=== block 1 ===
Fig. 1: block 1, floorplan with the power grid
Scale bar: 50 um. Pins as bars on the die edge.
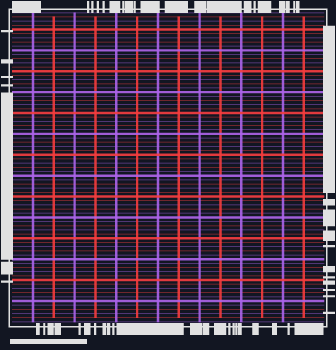
Fig. 2: block 1, placed cells, one color a class
Fill, decap, tap and diode cells in gray.
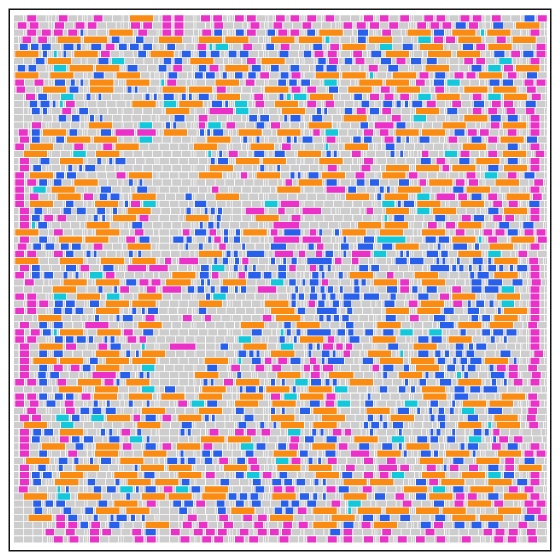
Fig. 3: block 1, clock wires, drivers and flops
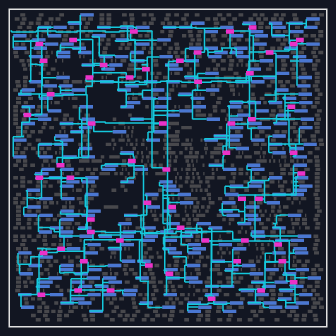
`config.mk`:
```
export PLATFORM = sky130hd
export DESIGN_NAME = chol_mac_seq
export DESIGN_NICKNAME = d
export VERILOG_FILES = /design/src/rtl/chol_mac_seq.sv
export SDC_FILE = /design/constraint.sdc
export NUM_CORES = 1
export LEC_CHECK = 0
export CAP_MARGIN = 20
export CELL_PAD_IN_SITES_DETAIL_PLACEMENT = 1
export CELL_PAD_IN_SITES_GLOBAL_PLACEMENT = 1
export CORE_UTILIZATION = 34
export CTS_BUF_LIST = sky130_fd_sc_hd__clkbuf_8
export DETAILED_ROUTE_END_ITERATION = 16
export PLACE_DENSITY_LB_ADDON = 0.08
export SLEW_MARGIN = 20
export SYNTH_ARGS = -nofsm -noshare
export SYNTH_HDL_FRONTEND = slang
export SYNTH_SLANG_ARGS = --single-unit
export TNS_END_PERCENT = 20
```
`constraint.sdc`:
```
create_clock -name clk -period 2.5 [get_ports clk]
set_input_delay 0.5 -clock clk [delete_from_list [all_inputs] [get_ports clk]]
set_output_delay 0.5 -clock clk [all_outputs]
set_load 0.02 [all_outputs]
```
`src/rtl/chol_mac_seq.sv`:
```
// Cholesky MAC sequencer: walks one dot-product term at a time through a
// 1-cycle operand buffer and a pipelined MAC, feeding the running sum back on C.
module chol_mac_seq #(
  parameter int MAC_LATENCY = 4,
  parameter int ADDR_W      = 8,
  parameter int LEN_W       = 8
) (
  input  logic              clk,
  input  logic              rst_n,
  input  logic              start,
  input  logic              abort,
  input  logic [LEN_W-1:0]  len,
  input  logic [ADDR_W-1:0] base_a,
  input  logic [ADDR_W-1:0] base_b,
  input  logic [ADDR_W-1:0] stride_b,
  input  logic [63:0]       c_init,
  input  logic              sub,
  output logic              rd_en,
  output logic [ADDR_W-1:0] rd_addr_a,
  output logic [ADDR_W-1:0] rd_addr_b,
  input  logic [31:0]       rd_data_a,
  input  logic [31:0]       rd_data_b,
  output logic              mac_clken,
  output logic              mac_sclr,
  output logic [31:0]       mac_a,
  output logic [31:0]       mac_b,
  output logic [63:0]       mac_c,
  output logic              mac_sub,
  input  logic [63:0]       mac_p,
  output logic              busy,
  output logic              done,
  output logic [63:0]       result
);

  localparam int WC_W = $clog2(MAC_LATENCY + 1);

  typedef enum logic [2:0] {
    S_IDLE,
    S_READ,
    S_ISSUE,
    S_WAIT,
    S_DONE
  } state_t;

  state_t            state;
  logic [LEN_W-1:0]  len_q;
  logic [LEN_W-1:0]  k;
  logic [ADDR_W-1:0] stride_q;
  logic [ADDR_W-1:0] addr_a;
  logic [ADDR_W-1:0] addr_b;
  logic              sub_q;
  logic [63:0]       acc;
  logic [WC_W-1:0]   wcnt;

  logic [LEN_W-1:0]  k_inc;
  logic [ADDR_W-1:0] addr_a_inc;
  logic [ADDR_W-1:0] addr_b_inc;

  assign k_inc      = k + LEN_W'(1);
  assign addr_a_inc = addr_a + ADDR_W'(1);
  assign addr_b_inc = addr_b + stride_b_q_w();

  function automatic logic [ADDR_W-1:0] stride_b_q_w();
    return stride_q;
  endfunction

  // Outputs are set on the edge that enters the state they belong to, so each
  // branch below programs the outputs of the state it is moving to.
  always_ff @(posedge clk or negedge rst_n) begin
    if (!rst_n) begin
      state     <= S_IDLE;
      len_q     <= '0;
      k         <= '0;
      stride_q  <= '0;
      addr_a    <= '0;
      addr_b    <= '0;
      sub_q     <= 1'b0;
      acc       <= '0;
      wcnt      <= '0;
      rd_en     <= 1'b0;
      rd_addr_a <= '0;
      rd_addr_b <= '0;
      mac_clken <= 1'b0;
      mac_sclr  <= 1'b1;
      mac_a     <= '0;
      mac_b     <= '0;
      mac_c     <= '0;
      mac_sub   <= 1'b0;
      busy      <= 1'b0;
      done      <= 1'b0;
      result    <= '0;
    end else begin
      done  <= 1'b0;
      rd_en <= 1'b0;
      if (abort && state != S_IDLE) begin
        state     <= S_IDLE;
        mac_clken <= 1'b0;
        mac_sclr  <= 1'b1;
        busy      <= 1'b0;
      end else begin
        case (state)
          S_IDLE: begin
            if (start) begin
              len_q    <= len;
              stride_q <= stride_b;
              sub_q    <= sub;
              acc      <= c_init;
              k        <= '0;
              addr_a   <= base_a;
              addr_b   <= base_b;
              busy     <= 1'b1;
              mac_sclr <= 1'b0;
              if (len == '0) begin
                state  <= S_DONE;
                done   <= 1'b1;
                result <= c_init;
              end else begin
                state     <= S_READ;
                rd_en     <= 1'b1;
                rd_addr_a <= base_a;
                rd_addr_b <= base_b;
              end
            end
          end
          S_READ: begin
            state     <= S_ISSUE;
            mac_clken <= 1'b1;
          end
          S_ISSUE: begin
            mac_a   <= rd_data_a;
            mac_b   <= rd_data_b;
            mac_c   <= acc;
            mac_sub <= sub_q;
            wcnt    <= WC_W'(MAC_LATENCY);
            state   <= S_WAIT;
          end
          S_WAIT: begin
            wcnt <= wcnt - WC_W'(1);
            if (wcnt == WC_W'(1)) begin
              acc       <= mac_p;
              k         <= k_inc;
              addr_a    <= addr_a_inc;
              addr_b    <= addr_b_inc;
              mac_clken <= 1'b0;
              if (k_inc == len_q) begin
                state  <= S_DONE;
                done   <= 1'b1;
                result <= mac_p;
              end else begin
                state     <= S_READ;
                rd_en     <= 1'b1;
                rd_addr_a <= addr_a_inc;
                rd_addr_b <= addr_b_inc;
              end
            end
          end
          S_DONE: begin
            state    <= S_IDLE;
            busy     <= 1'b0;
            mac_sclr <= 1'b1;
          end
          default: begin
            state     <= S_IDLE;
            mac_clken <= 1'b0;
            mac_sclr  <= 1'b1;
            busy      <= 1'b0;
          end
        endcase
      end
    end
  end

endmodule

```
==> impl_metrics.py <==
# Generated from Yosys and OpenROAD reports
metrics = {
    "critical_path": {
        "setup.reg_to_reg.worst_slack_ns": 0.09,
        "worst-path-max-fanout": 10,
        "crit_start": "k[1]$_DFFE_PN0P_",
    },
    "synthesis": {
        "post_synth_instance_area_mm2": 0.0141,
        "postSynthNetCount": 1349,
        "topCellsByArea": "sky130_fd_sc_hd__dfrtp_1, sky130_fd_sc_hd__mux2_1, sky130_fd_sc_hd__o22a_1",
        "synthesis.instances": 1108,
        "post_synth_tally_of_flip_flops_with_integrated_enable": 0,
        "postSynthSeqShare_pct": 57.6,
    },
    "clock_network": {
        "clock_sinks": 325,
    },
    "sta": {
        "shortest_clock_period_the_worst_path_allows_after_layout_ns": 2.41,
        "relSlewSlack_pct": 61.5,
    },
    "global_routing": {
        "grt.overflow.total": 0,
        "grt_max_degree": 69,
    },
    "floorplanning": {
        "ioPinCount": 443,
        "placeableCoreArea_mm2": 0.0409,
        "die_y_um": 206,
    },
    "routing": {
        "detail_route.drc_violations": 0,
        "drt_first_pass_iters": 4,
        "drt-vias-per-instance": 4.99,
    },
    "run_status": {
        "status": "finished, final reports clean",
    },
    "place": {
        "routabilityCongestion": 0.797,
    },
    "power": {
        "finalPower_w": 0.0262,
    },
}
About Fig. 1:
| net | color |
|---|---|
| VSS | purple |
| VDD | red |
rows: 74
met4 straps: 14
signal pins: 443
met5 straps: 14
met1 rails: 75

About Fig. 2:
| class | color | cells |
|---|---|---|
| combinational and other logic | blue | 707 |
| clock drivers and dummy loads | cyan | 93 |
| sequential cells | orange | 325 |
| remaining buffers and delay cells | magenta | 514 |
Site Rows: 74
Finished Cell Area: 0.0210 mm2
core occupancy in the finished layout: 51.3%

About Fig. 3:
[flip-flops] blue | count: 325
[clock wires] cyan | length: 4920 um
[clock drivers] magenta | count: 56
routed clock nets: 57

-- cells by family after synthesis --
group	after synthesis	synth area share, %
flip-flops	325	57.6
AND-OR/OR-AND	268	13.6
multiplexers	240	18.8
AND/OR/NAND/NOR	154	4.96
buffers and inverters	88	2.61
XOR/XNOR	21	1.30
adder cells (fa/ha/maj)	12	1.12
-- per-layer routing --
metal	global-route usage [%]	routed length, um
met5	0	0
met4	6.83	1130
met3	6.10	2970
met2	33.4	20800
met1	26.1	18900
-- cell type report --
cell class              count  area [um2]  area share [%]
clock buffers              70         963            4.59
clock inverters            23         116           0.554
inverters                  12        45.0           0.215
diodes                      3        7.51          0.0358
well taps                 532         666            3.17
flip-flops and latches    325        8140            38.8
multi-input cells         695        5730            27.3
repair buffers            514        5320            25.4
-- registers in the layout, indices dropped and copies added, names as in the netlist, 3 cells and up --
| name | count |
|---|---|
| acc | 64 |
| mac_c | 64 |
| result | 64 |
| mac_a | 32 |
| mac_b | 32 |
| addr_a | 8 |
| addr_b | 8 |
| k | 8 |
| len_q | 8 |
| rd_addr_a | 8 |
| rd_addr_b | 8 |
| stride_q | 8 |
| state | 3 |
| wcnt | 3 |

=== block 2 ===
Fig. 4: block 2, floorplan with the power grid
Scale bar: 20 um. Pins as bars on the die edge.
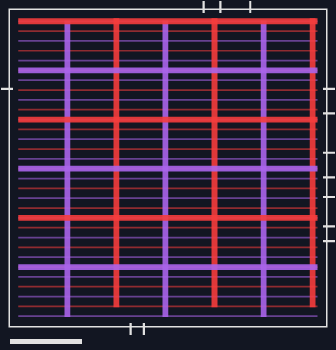
Fig. 5: block 2, placed cells, one color a class
Fill, decap, tap and diode cells in gray.
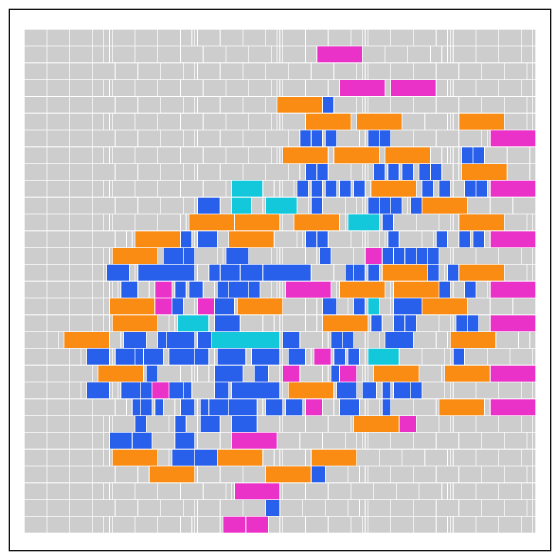
## config.mk

```make
export PLATFORM = sky130hd
export DESIGN_NAME = simple_uart_rx
export DESIGN_NICKNAME = d
export VERILOG_FILES = /design/src/rtl/simple_uart_rx.sv
export SDC_FILE = /design/constraint.sdc
export NUM_CORES = 1
export LEC_CHECK = 0
export CORE_MARGIN = 2
export CORE_UTILIZATION = 25
export CTS_BUF_LIST = sky130_fd_sc_hd__clkbuf_8 sky130_fd_sc_hd__clkbuf_16
export DETAILED_ROUTE_END_ITERATION = 7
export SYNTH_ARGS = -nofsm -noshare
export SYNTH_HDL_FRONTEND = slang
export SYNTH_SLANG_ARGS = --single-unit
```

## constraint.sdc

```tcl
create_clock -name clock -period 1.75 [get_ports clock]
set_clock_uncertainty 0.1 [all_clocks]
set_input_delay 0.35 -clock clock [delete_from_list [all_inputs] [get_ports clock]]
set_output_delay 0.35 -clock clock [all_outputs]
set_load 0.1 [all_outputs]
```

## src/rtl/simple_uart_rx.sv

```systemverilog
// -----------------------------------------------------------------------------
// simple_uart_rx
//
// 8N1 serial receiver. Waits for a falling edge on the synchronized line,
// re-checks the start bit at mid-bit, samples eight data bits (LSB first) at
// bit centres, then checks the stop bit at mid-stop. The FSM returns to IDLE
// right after the stop sample, so a start edge that immediately follows the
// stop bit is still seen.
//
// Parameters
//   SYSTEM_FREQ     clock frequency in Hz
//   BAUD_RATE       line bit rate in bit/s
//
// Ports
//   clock           system clock, rising edge
//   srst            synchronous active-high reset
//   rx_bit          asynchronous serial line, idle high
//   rx_value        last correctly received byte
//   rx_value_valid  one-cycle pulse, rx_value was just updated
//   rx_frame_error  one-cycle pulse, stop bit sampled low
//
// Build option
//   SIMPLE_UART_RX_MAJORITY_EN  when defined, each sample point takes a 2-of-3
//                               majority over nominal-1/nominal/nominal+1 and
//                               decides at nominal+1, so every output pulse
//                               lands one cycle later than in the default build.
//
// State table
//   state   | meaning
//   S_IDLE  | line idle, counters held at 0, watching for a falling edge
//   S_START | waiting for mid-start-bit to confirm the start bit
//   S_DATA  | sampling the 8 data bits, one per bit period
//   S_STOP  | waiting for mid-stop-bit, then publish byte or flag error
// -----------------------------------------------------------------------------
module simple_uart_rx #(
   parameter int SYSTEM_FREQ = 50_000_000,
   parameter int BAUD_RATE   = 9600
) (
   input  logic       clock,
   input  logic       srst,
   input  logic       rx_bit,
   output logic [7:0] rx_value,
   output logic       rx_value_valid,
   output logic       rx_frame_error
);

   localparam int BIT_CYCLES  = SYSTEM_FREQ / BAUD_RATE;
   localparam int HALF_CYCLES = BIT_CYCLES / 2;
   localparam int CNT_W       = (BIT_CYCLES > 1) ? $clog2(BIT_CYCLES) : 1;

   localparam logic [1:0] S_IDLE  = 2'd0;
   localparam logic [1:0] S_START = 2'd1;
   localparam logic [1:0] S_DATA  = 2'd2;
   localparam logic [1:0] S_STOP  = 2'd3;

   // The counter is cleared in the edge-detect cycle and again at every
   // decision, so it reads (cycles since that event) - 1.  A decision made
   // N cycles after the previous one therefore fires at a count of N-1.
   localparam logic [CNT_W-1:0] BIT_TC = CNT_W'(BIT_CYCLES - 1);
`ifdef SIMPLE_UART_RX_MAJORITY_EN
   // The start decision moves to nominal+1. Data and stop decisions keep the
   // same one-bit spacing, so they also land at nominal+1.
   localparam logic [CNT_W-1:0] START_TC = CNT_W'(HALF_CYCLES);
`else
   localparam logic [CNT_W-1:0] START_TC = CNT_W'(HALF_CYCLES - 1);
`endif

   logic [1:0]       r_state;
   logic [CNT_W-1:0] r_baud_cnt;
   logic [2:0]       r_bit_cnt;
   logic [7:0]       r_shift;
   logic [7:0]       r_rx_value;
   logic             r_valid;
   logic             r_ferr;

   // r_sync is the synchronized line (rx_sync). r_sync_d is its previous
   // value, used for the falling-edge detect.
   logic r_sync_meta;
   logic r_sync;
   logic r_sync_d;

   logic w_fall;
   logic w_sample;

   assign w_fall = r_sync_d & ~r_sync;

`ifdef SIMPLE_UART_RX_MAJORITY_EN
   logic r_sync_d2;

   always_ff @(posedge clock) begin
      if (srst) begin
         r_sync_d2 <= 1'b1;
      end else begin
         r_sync_d2 <= r_sync_d;
      end
   end

   // At the decision cycle (nominal+1): r_sync is nominal+1, r_sync_d is
   // nominal, and r_sync_d2 is nominal-1.
   assign w_sample = (r_sync_d2 & r_sync_d) |
                     (r_sync_d2 & r_sync)   |
                     (r_sync_d  & r_sync);
`else
   assign w_sample = r_sync;
`endif

   always_ff @(posedge clock) begin
      if (srst) begin
         r_sync_meta <= 1'b1;
         r_sync      <= 1'b1;
         r_sync_d    <= 1'b1;
      end else begin
         r_sync_meta <= rx_bit;
         r_sync      <= r_sync_meta;
         r_sync_d    <= r_sync;
      end
   end

   always_ff @(posedge clock) begin
      if (srst) begin
         r_state    <= S_IDLE;
         r_baud_cnt <= '0;
         r_bit_cnt  <= 3'd0;
         r_shift    <= 8'h00;
         r_rx_value <= 8'h00;
         r_valid    <= 1'b0;
         r_ferr     <= 1'b0;
      end else begin
         r_valid <= 1'b0;
         r_ferr  <= 1'b0;

         case (r_state)
            S_IDLE: begin
               r_baud_cnt <= '0;
               r_bit_cnt  <= 3'd0;
               if (w_fall) begin
                  r_state <= S_START;
               end
            end

            S_START: begin
               if (r_baud_cnt == START_TC) begin
                  r_baud_cnt <= '0;
                  // A line that is high again at mid-start was only a glitch.
                  if (w_sample) begin
                     r_state <= S_IDLE;
                  end else begin
                     r_state <= S_DATA;
                  end
               end else begin
                  r_baud_cnt <= r_baud_cnt + 1'b1;
               end
            end

            S_DATA: begin
               if (r_baud_cnt == BIT_TC) begin
                  r_baud_cnt <= '0;
                  // LSB arrives first and ends up in bit 0 after eight shifts.
                  r_shift    <= {w_sample, r_shift[7:1]};
                  if (r_bit_cnt == 3'd7) begin
                     r_bit_cnt <= 3'd0;
                     r_state   <= S_STOP;
                  end else begin
                     r_bit_cnt <= r_bit_cnt + 3'd1;
                  end
               end else begin
                  r_baud_cnt <= r_baud_cnt + 1'b1;
               end
            end

            S_STOP: begin
               if (r_baud_cnt == BIT_TC) begin
                  r_baud_cnt <= '0;
                  r_state    <= S_IDLE;
                  if (w_sample) begin
                     r_rx_value <= r_shift;
                     r_valid    <= 1'b1;
                  end else begin
                     r_ferr     <= 1'b1;
                  end
               end else begin
                  r_baud_cnt <= r_baud_cnt + 1'b1;
               end
            end

            default: begin
               r_state    <= S_IDLE;
               r_baud_cnt <= '0;
               r_bit_cnt  <= 3'd0;
            end
         endcase
      end
   end

   assign rx_value       = r_rx_value;
   assign rx_value_valid = r_valid;
   assign rx_frame_error = r_ferr;

endmodule

```

==> impl_metrics.py <==
# Generated from Yosys and OpenROAD reports
metrics = {
    "critical_path": {
        "worstSetupEndpoint": "r_state[0]$_SDFFE_PP0P_",
        "setup.reg_to_reg.worst_slack_ns": 0.07,
        "max_stage_delay_ns": 0.49,
        "setup.worst_path.start_class": "flip-flop",
        "crit_start": "r_baud_cnt[0]$_SDFF_PP0_",
        "data_arrival_at_the_endpoint_of_the_critical_path_ns": 1.79,
        "cp-end-kind": "flip-flop",
        "setup.worst_path.class": "flip-flop to flip-flop",
        "cp_buf_inv_count": 0,
    },
    "final_layout": {
        "final-comb-area_um2": 908,
        "largest_register_ff_count": 13,
        "fillers": 692,
        "layout_top_cell_excl_fill_tap": "sky130_fd_sc_hd__dfxtp_1",
        "final_net_count": 213,
    },
    "power": {
        "power.group.top": "sequential cells",
        "share_comb_of_total_power_pct": 2.4,
        "p_sw_share_pct": 21.0,
        "power_combinational_w": 0.0000408,
        "power_switching_w": 0.000354,
        "seq-power_w": 0.000894,
    },
    "synthesis": {
        "synthesis.instances": 188,
        "synth.logic.top_family": "simple AND/OR/NAND/NOR gates",
        "area_reported_by_yosys_stat_mm2": 0.00174,
        "yosys_register_bits": 39,
        "postSynthNetCount": 194,
        "postSynth.asyncResetShare_pct": 0,
    },
    "routing": {
        "drt-vias-per-instance": 4.87,
        "dr_top_layer": "met4",
    },
    "place": {
        "hpwl_um": 2380,
        "io_buffers": 12,
        "dpl.cell_count": 280,
    },
    "global_routing": {
        "gr-usage-met2_pct": 16.3,
        "grt_max_degree": 24,
        "grt_most_used_layer": "met2",
    },
    "job": {
        "number_of_warnings_the_tools_reported": 26,
    },
    "sta": {
        "final_number_of_hold_violating_endpoints": 0,
        "min_period_over_period_pct": 95.9,
        "shortest_clock_period_the_worst_path_allows_after_layout_ns": 1.68,
        "relSlewSlack_pct": 73.3,
    },
    "clock_network": {
        "cts-htree-levels": 2,
        "cts_setup_buffers": 0,
        "cts_repair_resize_count": 0,
    },
    "run_status": {
        "status": "finished, final reports clean",
    },
}
## Picture notes: Fig. 4
| net | color |
|---|---|
| VSS | purple |
| VDD | red |
met4 straps: 6
signal pins: 13
rows: 30
met1 rails: 31
horizontal die size: 87.4 um
largest voltage drop on the vdd net: 0.302 mV
CORE AREA: 0.00676 mm2
height of the die: 87.4 um

## Picture notes: Fig. 5
| class | color | cells |
|---|---|---|
| clock drivers and dummy loads | cyan | 8 |
| remaining buffers and delay cells | magenta | 25 |
| sequential cells | orange | 39 |
| combinational and other logic | blue | 136 |
core occupancy in the finished layout: 33.6%
Site Rows: 30
sequential cell area share: 34.4%
Finished Cell Area: 0.00227 mm2

[cells in the mapped netlist (all sizes together) (2+ instances only)]
| library cell | n | area, um2 |
|---|---|---|
| dfxtp | 39 | 781 |
| nand3 | 25 | 125 |
| a21oi | 19 | 95.1 |
| nor3 | 19 | 145 |
| o21ai | 19 | 95.1 |
| clkbuf | 7 | 26.3 |
| xnor2 | 7 | 61.3 |
| buf | 6 | 37.5 |
| inv | 4 | 15.0 |
| nand4 | 4 | 25.0 |
| xor2 | 4 | 35.0 |
| and4bb | 3 | 37.5 |
| ha | 3 | 37.5 |
| nand2 | 3 | 11.3 |
| nand4bb | 3 | 33.8 |
| nor2 | 3 | 11.3 |
| nor4 | 3 | 33.8 |
| or2 | 3 | 18.8 |
| a31oi | 2 | 25.0 |
| and3 | 2 | 12.5 |
| o31ai | 2 | 15.0 |
[area by class of cell]
class | instances | share of cell area (%)
Multi-Input combinational cell | 132 | 40.0
Inverter | 4 | 0.661
Clock buffer | 5 | 3.03
Clock inverter | 3 | 1.93
Sequential cell | 39 | 34.4
Timing Repair Buffer | 25 | 15.6
Tap cell | 80 | 4.41

=== block 3 ===
--- config.mk ---
export PLATFORM = sky130hd
export DESIGN_NAME = paddle_tracker
export DESIGN_NICKNAME = d
export VERILOG_FILES = /design/src/rtl/tracker_pkg.sv /design/src/rtl/bbox_accum.sv /design/src/rtl/paddle_tracker.sv
export SDC_FILE = /design/constraint.sdc
export NUM_CORES = 1
export LEC_CHECK = 0
export CORE_UTILIZATION = 44
export CTS_CLUSTER_SIZE = 10
export DETAILED_ROUTE_END_ITERATION = 7
export PLACE_DENSITY = 0.81
export SLEW_MARGIN = 20
export SYNTH_ARGS = -nofsm -noshare
export SYNTH_HDL_FRONTEND = slang
export SYNTH_SLANG_ARGS = --single-unit
--- constraint.sdc ---
create_clock -name clk -period 2.35 [get_ports clk]
set_clock_uncertainty 0.2 [all_clocks]
set_input_delay 0.47 -clock clk [delete_from_list [all_inputs] [get_ports clk]]
set_output_delay 0.47 -clock clk [all_outputs]
set_load 0.02 [all_outputs]
--- src/rtl/tracker_pkg.sv ---
// Shared types and constants for the paddle tracker: FSM states, coordinate and
// count types, accumulator init/saturation values and the box-centre helper.
package tracker_pkg;

    localparam int unsigned COORD_W = 13;
    localparam int unsigned COUNT_W = 19;

    typedef logic [COORD_W-1:0] coord_t;
    typedef logic [COUNT_W-1:0] count_t;

    typedef enum logic [1:0] {
        WAIT_SOF,
        ACCUM,
        COMPUTE
    } state_t;

    localparam coord_t COORD_INIT_MIN = 13'h1FFF;
    localparam count_t COUNT_MAX      = 19'h7FFFF;

    // Centre uses a 14-bit sum so min+max cannot wrap before the halving.
    function automatic coord_t midpoint(input coord_t a, input coord_t b);
        logic [COORD_W:0] sum;
        sum = {1'b0, a} + {1'b0, b};
        sum = sum >> 1;
        return sum[COORD_W-1:0];
    endfunction

endpackage

--- src/rtl/bbox_accum.sv ---
// Bounding-box accumulator: running min/max of row and column over hit pixels
// plus a saturating hit count. 'init' restarts the box, optionally seeded by the pixel.
module bbox_accum
    import tracker_pkg::*;
(
    input  logic   clk,
    input  logic   reset,
    input  logic   init,
    input  logic   update,
    input  coord_t row,
    input  coord_t col,
    output coord_t col_min,
    output coord_t col_max,
    output coord_t row_min,
    output coord_t row_max,
    output count_t count
);

    coord_t col_min_q, col_max_q, row_min_q, row_max_q;
    count_t count_q;

    always_ff @(posedge clk) begin
        if (reset) begin
            col_min_q <= COORD_INIT_MIN;
            row_min_q <= COORD_INIT_MIN;
            col_max_q <= '0;
            row_max_q <= '0;
            count_q   <= '0;
        end else if (init) begin
            // A restart pixel that is itself a hit seeds the new box directly.
            if (update) begin
                col_min_q <= col;
                col_max_q <= col;
                row_min_q <= row;
                row_max_q <= row;
                count_q   <= count_t'(1);
            end else begin
                col_min_q <= COORD_INIT_MIN;
                row_min_q <= COORD_INIT_MIN;
                col_max_q <= '0;
                row_max_q <= '0;
                count_q   <= '0;
            end
        end else if (update) begin
            if (col < col_min_q) col_min_q <= col;
            if (col > col_max_q) col_max_q <= col;
            if (row < row_min_q) row_min_q <= row;
            if (row > row_max_q) row_max_q <= row;
            if (count_q != COUNT_MAX) count_q <= count_q + count_t'(1);
        end
    end

    assign col_min = col_min_q;
    assign col_max = col_max_q;
    assign row_min = row_min_q;
    assign row_max = row_max_q;
    assign count   = count_q;

endmodule

--- src/rtl/paddle_tracker.sv ---
// Per-frame paddle tracker: sequences box accumulation over each frame, decides
// found/lost in COMPUTE and publishes the result through a valid/ready handshake.
module paddle_tracker
    import tracker_pkg::*;
#(
    parameter int unsigned H_ACTIVE   = 640,
    parameter int unsigned V_ACTIVE   = 480,
    parameter int unsigned MIN_PIXELS = 64
) (
    input  logic        clk,
    input  logic        reset,
    input  logic        pix_valid,
    input  logic [12:0] row,
    input  logic [12:0] col,
    input  logic        color_hit,
    input  logic        res_ready,
    output logic        res_valid,
    output logic [12:0] x_min,
    output logic [12:0] x_max,
    output logic [12:0] y_min,
    output logic [12:0] y_max,
    output logic [12:0] center_x,
    output logic [12:0] center_y,
    output logic [18:0] hit_count,
    output logic        lost,
    output logic        overrun,
    output logic        frame_abort
);

    localparam coord_t H_LAST    = coord_t'(H_ACTIVE - 1);
    localparam coord_t V_LAST    = coord_t'(V_ACTIVE - 1);
    localparam count_t MIN_COUNT = count_t'(MIN_PIXELS);

    state_t state_q;
    coord_t x_min_q, x_max_q, y_min_q, y_max_q, cx_q, cy_q;
    count_t hit_count_q;
    logic   lost_q, res_valid_q, overrun_q, frame_abort_q;

    coord_t acc_col_min, acc_col_max, acc_row_min, acc_row_max;
    count_t acc_count;

    logic in_range, sof, eof, pix_hit, acc_init, acc_update;

    always_comb begin
        in_range   = (row <= V_LAST) && (col <= H_LAST);
        sof        = pix_valid && (row == '0) && (col == '0);
        eof        = pix_valid && (row == V_LAST) && (col == H_LAST);
        pix_hit    = pix_valid && in_range && color_hit;
        // SOF restarts accumulation from any state; other pixels only count inside a frame.
        acc_init   = sof;
        acc_update = pix_hit && (sof || (state_q == ACCUM));
    end

    bbox_accum u_accum (
        .clk     (clk),
        .reset   (reset),
        .init    (acc_init),
        .update  (acc_update),
        .row     (row),
        .col     (col),
        .col_min (acc_col_min),
        .col_max (acc_col_max),
        .row_min (acc_row_min),
        .row_max (acc_row_max),
        .count   (acc_count)
    );

    always_ff @(posedge clk) begin
        if (reset) begin
            state_q       <= WAIT_SOF;
            x_min_q       <= '0;
            x_max_q       <= '0;
            y_min_q       <= '0;
            y_max_q       <= '0;
            cx_q          <= '0;
            cy_q          <= '0;
            hit_count_q   <= '0;
            lost_q        <= 1'b1;
            res_valid_q   <= 1'b0;
            overrun_q     <= 1'b0;
            frame_abort_q <= 1'b0;
        end else begin
            frame_abort_q <= (state_q == ACCUM) && sof;
            overrun_q     <= (state_q == COMPUTE) && res_valid_q && !res_ready;

            if (state_q == COMPUTE) begin
                res_valid_q <= 1'b1;
                hit_count_q <= acc_count;
                if (acc_count >= MIN_COUNT) begin
                    x_min_q <= acc_col_min;
                    x_max_q <= acc_col_max;
                    y_min_q <= acc_row_min;
                    y_max_q <= acc_row_max;
                    cx_q    <= midpoint(acc_col_min, acc_col_max);
                    cy_q    <= midpoint(acc_row_min, acc_row_max);
                    lost_q  <= 1'b0;
                end else begin
                    lost_q  <= 1'b1;
                end
            end else if (res_valid_q && res_ready) begin
                res_valid_q <= 1'b0;
            end

            unique case (state_q)
                WAIT_SOF: if (sof) state_q <= ACCUM;
                ACCUM: begin
                    if (sof)      state_q <= ACCUM;
                    else if (eof) state_q <= COMPUTE;
                end
                COMPUTE:  state_q <= sof ? ACCUM : WAIT_SOF;
                default:  state_q <= WAIT_SOF;
            endcase
        end
    end

    assign res_valid   = res_valid_q;
    assign x_min       = x_min_q;
    assign x_max       = x_max_q;
    assign y_min       = y_min_q;
    assign y_max       = y_max_q;
    assign center_x    = cx_q;
    assign center_y    = cy_q;
    assign hit_count   = hit_count_q;
    assign lost        = lost_q;
    assign overrun     = overrun_q;
    assign frame_abort = frame_abort_q;

endmodule

==> impl_metrics.py <==
# Generated from Yosys and OpenROAD reports
metrics = {
    "final_layout": {
        "fillers": 1456,
        "final_area_mm2": 0.0132,
        "layout.area.seq_mm2": 0.00351,
        "area_growth_pct": 48.4,
        "layoutNonFillerInstCount": 1660,
    },
    "sta": {
        "timing.final.setup_violations": 25,
        "timing.final.ws_setup_ns": -0.129,
    },
    "synthesis": {
        "ys_dominant_reg_cell": "sky130_fd_sc_hd__dfxtp_1",
        "post_synth_tally_of_flip_flops_with_integrated_enable": 0,
        "synth-warning-count": 0,
        "postSynth.asyncResetShare_pct": 0,
        "post-synth-top-area-fraction_pct": 39.1,
        "avgSynthCellArea_um2": 8.13,
        "synth.yosys.num_cells": 1097,
        "topCellsByArea": "sky130_fd_sc_hd__dfxtp_1, sky130_fd_sc_hd__ha_1, sky130_fd_sc_hd__nand2_1",
        "synthDominantAreaCellType": "sky130_fd_sc_hd__dfxtp_1",
    },
    "run_status": {
        "failed_checks": "negative setup slack",
        "status": "complete, but fails checks",
    },
    "critical_path": {
        "cp_buf_inv_count": 4,
        "crit_cells": 11,
        "max_stage_delay_ns": 0.45,
        "regToRegStartpoint": "u_accum.col_max[0]$_SDFFE_PP0P_",
        "cp-end-kind": "flip-flop",
        "worst_path_most_repeated_cell": "sky130_fd_sc_hd__buf_4",
        "crit-reg2reg-capture": "center_x[7]$_SDFFE_PP0P_",
    },
    "floorplanning": {
        "dieWidth_um": 144,
        "chipArea_mm2": 0.0208,
    },
    "global_routing": {
        "global_route_wire_length_before_repair_um": 47600,
        "grt.overflow.total": 0,
        "antenna_found_initial": 0,
        "grt_max_degree": 78,
        "gr_util_met3_pct": 6.03,
    },
    "place": {
        "place_area_mm2": 0.0116,
        "dpl.cell_count": 1591,
        "io_buffers": 131,
    },
    "routing": {
        "drt-vias-per-instance": 5.90,
    },
    "power": {
        "p_sw_share_pct": 22.5,
        "power_switching_w": 0.00147,
    },
    "clock_network": {
        "cts_root_buf": "sky130_fd_sc_hd__clkbuf_16",
        "clock_sinks": 174,
    },
    "hold_path": {
        "timing.hold.worst.class": "input pin to flip-flop",
    },
}
## stage by stage
stage	setup slack, ns	power [W]
2_1_floorplan	0.00336	0.00315
3_3_place_gp	-0.937	0.00334
3_5_place_dp	-0.998	0.00335
4_1_cts	-0.0601	0.00648
5_1_grt	-0.154	0.00667
6_report	-0.129	0.00654
## cells by family (layout without fill, tap and decap cells)
logic type	after synthesis	in the layout	share of synthesized area [%]
buffers and inverters	120	416	5.30
adders and majority gates	78	78	11.1
muxes	21	21	2.36
AOI/OAI and AO/OA	258	260	17.7
DFF	174	174	39.1
and+or+nand+nor	425	425	22.4
xor gates and xnor gates	21	21	2.06
## layer usage
metal / part of all wire (%) / wire [um]
met4: 5.2 / 1660
met5: 0 / 0
met3: 7.9 / 2490
met1: 38 / 12100
met2: 49 / 15400
## repair_timing
action | in CTS | in global routing
setup buffers | 26 | 9
pin swaps | 37 | 42
gates cloned | 6 | 2
resized | 123 | 81
setup endpoints to repair | 78 | 115
## cell type report
cell class	count	share of cell area, %
Multi-Input combinational cell	805	41.9
Sequential cell	174	26.5
Timing Repair Buffer	321	22.4
Clock buffer	20	3.45
Tap cell	265	2.51
Inverter	65	1.84
Clock inverter	10	1.42
Fig. 6: block 3, routed metal, one color a layer
Scale bar: 50 um. Only two layers are drawn.
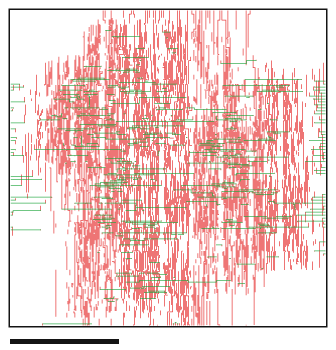
| layer | color | wire length |
|---|---|---|
| metal 3 | green | 2490 um |
| metal 2 | red | 15400 um |

Fig. 7: block 3, clock wires, drivers and flops
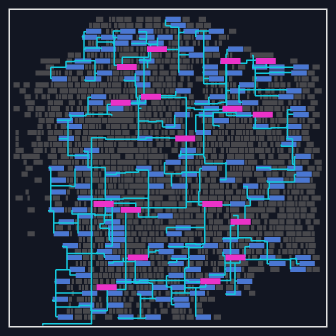
[flip-flops] blue | count: 174
[clock wires] cyan | length: 2240 um
[clock drivers] magenta | count: 17
routed clock nets: 18
flops lie: widely spread
share of total power in the clock network: 48.4%
clock network power: 0.00316 W



==> notes/layouts.md <==
Pictures saved along the way, in no particular order.

The clock network.
(a)
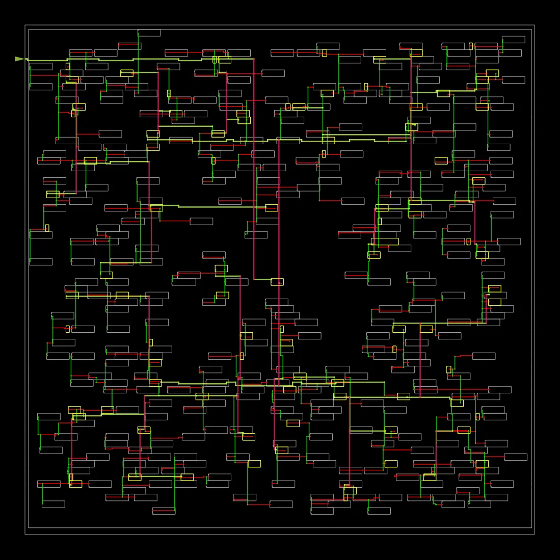
(b)
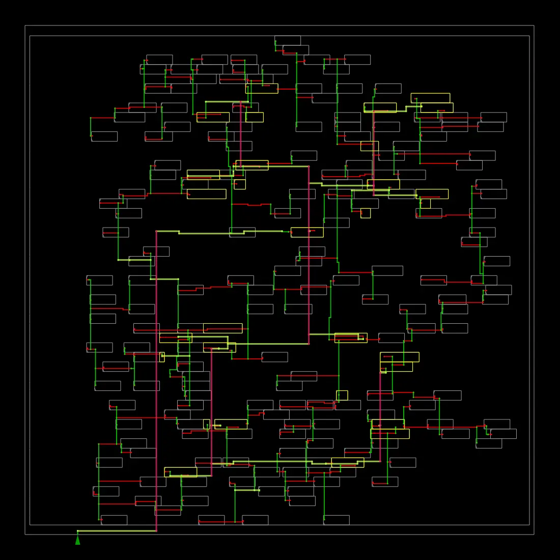
(c)
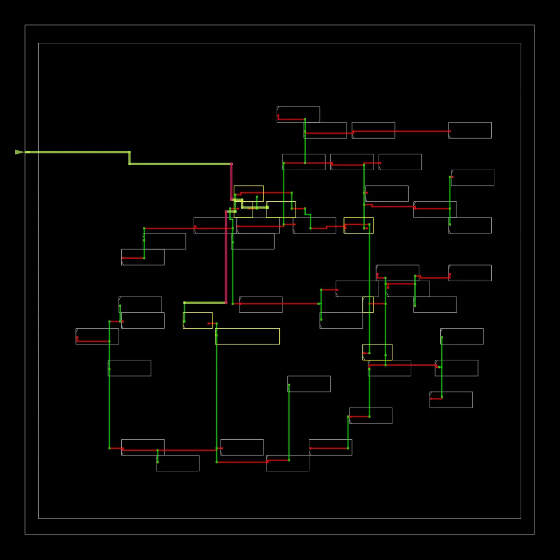
For block 3, see (b).
For block 2, see (c).
For block 1, see (a).
Of these, most sequential cells: (a)
Of these, most clock buffers: (a)

Power is estimated from default activity; no workload was simulated.
